=== design 1 ===
==> src/rtl/add_defs.sv <==
// Shared definitions for the multi-word sequential adder: word size, FSM
// state encoding and operation mode codes.
package add_defs;

  localparam int TAILLE_MOT = 16;

  typedef enum logic [1:0] {
    IDLE = 2'd0,
    CALC = 2'd1,
    DONE = 2'd2
  } state_t;

  localparam logic MODE_ADD = 1'b0;
  localparam logic MODE_SUB = 1'b1;

endpackage

==> src/rtl/operation16.sv <==
// Combinational 16-bit slice adder: {r1, s} = e1 + e2 + r0.
module operation16
  import add_defs::*;
(
  input  logic [TAILLE_MOT-1:0] e1,
  input  logic [TAILLE_MOT-1:0] e2,
  input  logic                  r0,
  output logic [TAILLE_MOT-1:0] s,
  output logic                  r1
);

  assign {r1, s} = {1'b0, e1} + {1'b0, e2} + {{TAILLE_MOT{1'b0}}, r0};

endmodule

==> src/rtl/add_multimot_seq.sv <==
// Sequential NB_MOTS x 16-bit adder/subtractor: one word per cycle through a
// single slice adder, LSW first, with valid/ready handshakes on both sides.
module add_multimot_seq
  import add_defs::*;
#(
  parameter int NB_MOTS = 4
) (
  input  logic                          clk,
  input  logic                          rst_n,
  input  logic                          in_valid,
  output logic                          in_ready,
  input  logic                          mode,
  input  logic [TAILLE_MOT*NB_MOTS-1:0] e1,
  input  logic [TAILLE_MOT*NB_MOTS-1:0] e2,
  input  logic                          r0,
  output logic                          out_valid,
  input  logic                          out_ready,
  output logic [TAILLE_MOT*NB_MOTS-1:0] s,
  output logic                          r1
);

  localparam int W     = TAILLE_MOT * NB_MOTS;
  localparam int CNT_W = $clog2(NB_MOTS);
  localparam logic [CNT_W-1:0] LAST = CNT_W'(NB_MOTS - 1);

  state_t           state_reg, state_next;
  logic [W-1:0]     a_reg, a_next;
  logic [W-1:0]     b_reg, b_next;
  logic [W-1:0]     s_reg, s_next;
  logic             carry_reg, carry_next;
  logic [CNT_W-1:0] cnt_reg, cnt_next;
  logic             out_valid_reg, out_valid_next;

  logic [TAILLE_MOT-1:0] slice_s;
  logic                  slice_c;

  operation16 u_slice (
    .e1 (a_reg[TAILLE_MOT-1:0]),
    .e2 (b_reg[TAILLE_MOT-1:0]),
    .r0 (carry_reg),
    .s  (slice_s),
    .r1 (slice_c)
  );

  always_comb begin
    state_next     = state_reg;
    a_next         = a_reg;
    b_next         = b_reg;
    s_next         = s_reg;
    carry_next     = carry_reg;
    cnt_next       = cnt_reg;
    out_valid_next = out_valid_reg;
    case (state_reg)
      IDLE: begin
        if (in_valid) begin
          a_next     = e1;
          b_next     = (mode == MODE_SUB) ? ~e2 : e2;
          carry_next = (mode == MODE_SUB) ? 1'b1 : r0;
          cnt_next   = '0;
          state_next = CALC;
        end
      end
      CALC: begin
        // Result fills from the top so the LSW lands at bit 0 after NB_MOTS shifts.
        s_next     = {slice_s, s_reg[W-1:TAILLE_MOT]};
        carry_next = slice_c;
        a_next     = a_reg >> TAILLE_MOT;
        b_next     = b_reg >> TAILLE_MOT;
        if (cnt_reg == LAST) begin
          state_next     = DONE;
          out_valid_next = 1'b1;
        end else begin
          cnt_next = cnt_reg + 1'b1;
        end
      end
      DONE: begin
        if (out_ready) begin
          state_next     = IDLE;
          out_valid_next = 1'b0;
        end
      end
      default: state_next = IDLE;
    endcase
  end

  always_ff @(posedge clk or negedge rst_n) begin
    if (!rst_n) begin
      state_reg     <= IDLE;
      a_reg         <= '0;
      b_reg         <= '0;
      s_reg         <= '0;
      carry_reg     <= 1'b0;
      cnt_reg       <= '0;
      out_valid_reg <= 1'b0;
    end else begin
      state_reg     <= state_next;
      a_reg         <= a_next;
      b_reg         <= b_next;
      s_reg         <= s_next;
      carry_reg     <= carry_next;
      cnt_reg       <= cnt_next;
      out_valid_reg <= out_valid_next;
    end
  end

  assign in_ready  = (state_reg == IDLE);
  assign out_valid = out_valid_reg;
  assign s         = s_reg;
  // The carry register is frozen in DONE, so it doubles as the final carry-out.
  assign r1        = carry_reg;

endmodule

==> config.mk <==
export PLATFORM = sky130hd
export DESIGN_NAME = add_multimot_seq
export DESIGN_NICKNAME = d
export VERILOG_FILES = /design/src/rtl/add_defs.sv /design/src/rtl/operation16.sv /design/src/rtl/add_multimot_seq.sv
export SDC_FILE = /design/constraint.sdc
export NUM_CORES = 1
export LEC_CHECK = 0
export CAP_MARGIN = 0
export CORE_MARGIN = 8
export CORE_UTILIZATION = 52
export DETAILED_ROUTE_END_ITERATION = 6
export PLACE_DENSITY = 0.78
export SETUP_SLACK_MARGIN = 0.4
export SYNTH_ARGS = -nofsm -noshare
export SYNTH_HDL_FRONTEND = slang
export SYNTH_HIERARCHICAL = 1
export SYNTH_SLANG_ARGS = --single-unit
==> constraint.sdc <==
create_clock -name clk -period 3.6 [get_ports clk]
set_clock_uncertainty 0.15 [all_clocks]
set_input_delay 0.72 -clock clk [delete_from_list [all_inputs] [get_ports clk]]
set_output_delay 0.72 -clock clk [all_outputs]
set_load 0.03 [all_outputs]
=== design 2 ===
**config.mk**
```make
export PLATFORM = sky130hd
export DESIGN_NAME = sr_drive_seq
export DESIGN_NICKNAME = d
export VERILOG_FILES = /design/src/rtl/sr_drive_seq.sv
export SDC_FILE = /design/constraint.sdc
export NUM_CORES = 1
export LEC_CHECK = 0
export CORE_MARGIN = 2
export CORE_UTILIZATION = 37
export CTS_BUF_LIST = sky130_fd_sc_hd__clkbuf_4
export CTS_CLUSTER_DIAMETER = 40
export DETAILED_ROUTE_END_ITERATION = 8
export RECOVER_POWER = 100
export SYNTH_ARGS = -nofsm -noshare
export SYNTH_HDL_FRONTEND = slang
export SYNTH_SLANG_ARGS = --single-unit
```
**constraint.sdc**
```tcl
create_clock -name clk -period 1.37 [get_ports clk]
set_input_delay 0.2055 -clock clk [delete_from_list [all_inputs] [get_ports clk]]
set_output_delay 0.2055 -clock clk [all_outputs]
set_load 0.02 [all_outputs]
```
**src/rtl/sr_drive_seq.sv**
```systemverilog
// sr_drive_seq: fixed-width, mutually exclusive s/r pulse sequencer with dead time.
// Define SR_SEQ_CHECK_EN to add the q feedback CHECK state and the sticky err flag.
module sr_drive_seq #(
  parameter int PULSE_W = 2,
  parameter int DEAD_T  = 1
) (
  input  logic clk,
  input  logic rst,
  input  logic set_req,
  input  logic clr_req,
  input  logic q_fb,
  output logic s,
  output logic r,
  output logic busy,
  output logic done,
  output logic err,
  output logic ovf
);

  localparam int MX = (PULSE_W > DEAD_T) ? PULSE_W : DEAD_T;
  localparam int CW = $clog2(MX + 1);
  localparam logic [CW-1:0] P_LD = CW'(PULSE_W - 1);
  localparam logic [CW-1:0] D_LD = CW'(DEAD_T - 1);

  typedef enum logic [1:0] {
    IDLE,
    DRIVE,
`ifdef SR_SEQ_CHECK_EN
    DEAD,
    CHECK
`else
    DEAD
`endif
  } state_t;

  state_t state, nxt;
  logic [CW-1:0] cnt, cnt_n;
  logic cmd, cmd_n;
  logic pv, pv_n;
  logic pc, pc_n;
  logic fin;
  logic ovf_n;
  logic done_n;
  logic req_v, req_c;

  // clear wins; cmd/pc hold the expected q (1 = set)
  assign req_v = set_req | clr_req;
  assign req_c = ~clr_req;

`ifdef SR_SEQ_CHECK_EN
  logic err_q, err_n;
  assign err = err_q;
`else
  logic unused_q_fb;
  assign unused_q_fb = q_fb;
  assign err = 1'b0;
`endif

  always_comb begin
    nxt   = state;
    cnt_n = cnt;
    cmd_n = cmd;
    pv_n  = pv;
    pc_n  = pc;
    ovf_n = 1'b0;
    fin   = 1'b0;
`ifdef SR_SEQ_CHECK_EN
    err_n = err_q;
`endif
    if (state != IDLE && req_v) begin
      ovf_n = pv;
      pv_n  = 1'b1;
      pc_n  = req_c;
    end
    unique case (state)
      IDLE: begin
        if (req_v) begin
          nxt   = DRIVE;
          cnt_n = P_LD;
          cmd_n = req_c;
        end
      end
      DRIVE: begin
        if (cnt == '0) begin
          nxt   = DEAD;
          cnt_n = D_LD;
        end else begin
          cnt_n = cnt - CW'(1);
        end
      end
      DEAD: begin
        if (cnt != '0) begin
          cnt_n = cnt - CW'(1);
        end else begin
`ifdef SR_SEQ_CHECK_EN
          nxt   = CHECK;
          cnt_n = '0;
`else
          fin = 1'b1;
`endif
        end
      end
`ifdef SR_SEQ_CHECK_EN
      CHECK: begin
        fin   = 1'b1;
        err_n = err_q | (q_fb != cmd);
      end
`endif
      default: nxt = IDLE;
    endcase
    // a request sampled on the deciding edge beats the older pending one
    if (fin) begin
      pv_n = 1'b0;
      if (req_v || pv) begin
        nxt   = DRIVE;
        cnt_n = P_LD;
        cmd_n = req_v ? req_c : pc;
      end else begin
        nxt   = IDLE;
        cnt_n = '0;
      end
    end
  end

`ifdef SR_SEQ_CHECK_EN
  assign done_n = (nxt == CHECK);
`else
  assign done_n = (nxt == DEAD) && (cnt_n == '0);
`endif

  always_ff @(posedge clk or posedge rst) begin
    if (rst) begin
      state <= IDLE;
      cnt   <= '0;
      cmd   <= 1'b0;
      pv    <= 1'b0;
      pc    <= 1'b0;
      s     <= 1'b0;
      r     <= 1'b0;
      busy  <= 1'b0;
      done  <= 1'b0;
      ovf   <= 1'b0;
    end else begin
      state <= nxt;
      cnt   <= cnt_n;
      cmd   <= cmd_n;
      pv    <= pv_n;
      pc    <= pc_n;
      s     <= (nxt == DRIVE) & cmd_n;
      r     <= (nxt == DRIVE) & ~cmd_n;
      busy  <= (nxt != IDLE);
      done  <= done_n;
      ovf   <= ovf_n;
    end
  end

`ifdef SR_SEQ_CHECK_EN
  always_ff @(posedge clk or posedge rst) begin
    if (rst) err_q <= 1'b0;
    else     err_q <= err_n;
  end
`endif

endmodule

```
### Clock network drawn from the DEF, design 2

Bar = 10 um.
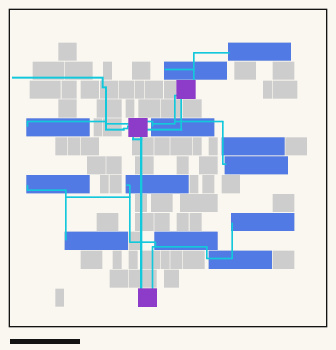
legend:
  clock-net drivers:
    colour: purple
    count: 3
  flip-flops:
    colour: blue
    count: 12
  clock wires:
    colour: cyan
    length: 182 um
routed clock nets: 4
Clock Power: 222 uW
Clk pwr share: 13.0%
Clock Skews: 0.000792 ns

==> flow_summary_export.csv, design 2 <==
group,metric,value,unit
final_layout,buffers,19,
final_layout,area_growth,26.0,%
sta,min_period,1.33,ns
die,io_pins,11,
final_layout,comb_cells,44,
final_layout,num_antenna_cells,0,
power_and_ir_drop,p_comb,905,uW
setup_path,worstSetupStartpoint,"pv",
cts,clock_latency,0.28,ns
power_and_ir_drop,share_seq_of_total_power,34.0,%
min_path,min_from,"clr_req",
placed_design,routabilityCongestion,0.829,
synthesis,ys_sh_adder,0,%
final_layout,inv_count,3,
power_and_ir_drop,p_int,1.02,mW
final_layout,top_regs,"cnt: 2 flops, state: 2 flops",
die,die_w,45.4,um
cts,clock_path_buffers,2,
die,fp-utilization,40.8,%
final_layout,dominant_cells,"flip-flops and latches",
drt,met3WireLength,88,um
sta,setup_ws,0.0447,ns
synthesis,top_cells_by_area,"dfrtp_1 (47%), nand2_1 (3.0%), a2bb2oi_1 (2.8%)",
synthesis,ys_area,636,sq um
setup_path,crit_end,"cmd",
drt,first_pass_iters,4,
run_status,run_status,"finished, final reports clean",
drt,drt-total-wl,1410,um
final_layout,seq_area_share,37.5,%
synthesis,synth_top_flop_cell,"dfrtp_1",
final_layout,regArea,300,sq um
power_and_ir_drop,switching_power,692,uW
die,core_area,0.00156,sq mm
global_routing,antenna_found_initial,0,
final_layout,final_cells,97,
setup_path,r2r_slack,0.04,ns
final_layout,final_layout_size_suffix_gt1_share,19.8,%
final_layout,comb-cell-share,36.2,%
synthesis,ys_sh_aoi,25.4,%
cts,cts_tree,"done",
synthesis,fp_nets,70,
setup_path,reg2reg_depth,3,
power_and_ir_drop,powerSeq,580,uW
global_routing,grt_start_max_net_pins,15,
flow_run,cap_violations,0,
global_routing,use_met2,23.4,%
synthesis,yosys_cells,65,
final_layout,finalCoreUtilization,51.4,%
synthesis,yosysWarnings,0,
setup_path,r2r_end,"cmd",
### Cell outlines without signal wires, design 1

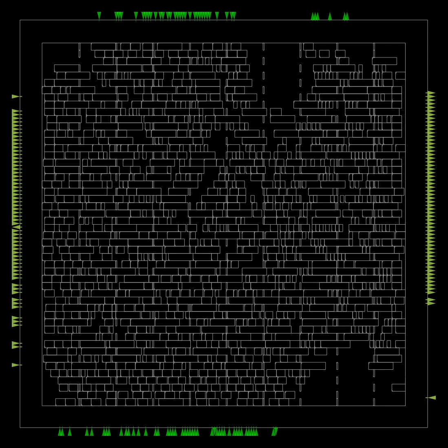
Fillers: 1,461
flop count: 198

==> flow_summary_export.csv, design 1 <==
group,metric,value,unit
power_and_ir_drop,switching_power,5.13,mW
final_layout,buf_share,17.5,%
sta,worstMarginPinSlew,1.16,ns
synthesis,synth_cells,980,
placed_design,dp_cells,1357,
cts,postCtsHoldBufs,0,
drt,top_layer,"met5",
synthesis,yosys.area.top_type,"dfrtp_1",
synthesis,yosysWarnings,6,
setup_path,r2r_slack,0.54,ns
synthesis,synth_seq_share,50.9,%
setup_path,reg2reg_from,"a_reg[0]",
sta,tns,0,ns
sta,rsz0062_at_grt,"no",
power_and_ir_drop,vdd_drop_max,517,uV
synthesis,synth_cell_types,52,
placed_design,place_ws,0.576,ns
synthesis,ys_top_logic_family,"AND-OR/OR-AND gates",
die,die_w,153,um
synthesis,synth_top_flop_cell,"dfrtp_1",
sta,relSlewSlack,22.3,%
synthesis,yosys_cells,980,
global_routing,antenna_found_initial,2,
final_layout,area_growth,28.2,%
power_and_ir_drop,power.total,11.8,mW
power_and_ir_drop,powerSeq,4.05,mW
cts,cts_tree,"done",
drt,wl_per_cell,17.4,um
synthesis,ys_sh_adder,2.60,%
synthesis,synth.ff_latch_count,198,
setup_path,crit_slowest_cell,"fa_1",
drt,drt_iter0_drc,645,
power_and_ir_drop,switching_share,43.4,%
power_and_ir_drop,power_density,948,mW/mm^2
final_layout,stdcell_area,0.0125,sq mm
sta,hold_violations,0,
global_routing,grt-busiest-layer,"met2",
setup_path,critPathMaxFanout,3,
run_status,run_status,"finished, final reports clean",
die,io_pins,201,
synthesis,async_reset_ff_share,100,%
setup_path,r2r_end,"r1",

## Gallery

Placement density heat map.
Plate I
15 x 15 tiles, from white (low) to dark blue (high), 0 to 100% covered.
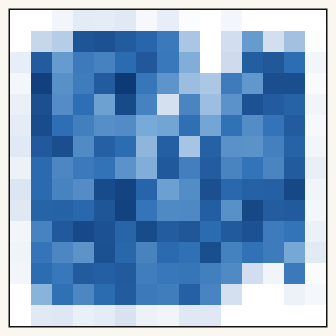
Plate II
9 x 9 tiles, from white (low) to dark blue (high), 0 to 100% covered.
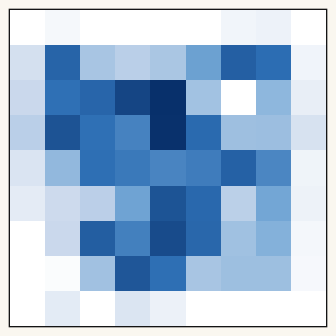
design 1: Plate I
design 2: Plate II



==> gallery <==
M3 wires.
panel A
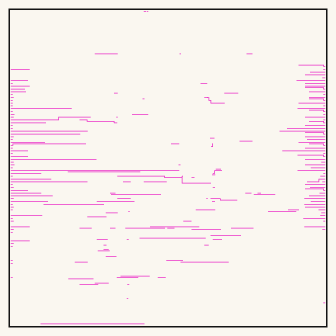
panel B
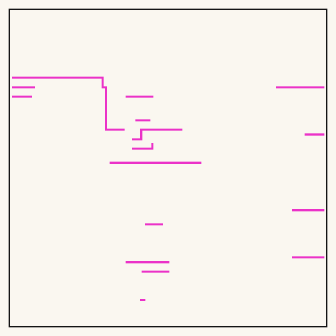
Panel B is design 2.
Panel A is design 1.

Key to panel A:
longest straight run: 81.2 um
wire length on this layer: 1,670 um
main direction: horizontal
share of all routed wire: 6.9%

Power and IR drop assume default switching activity.
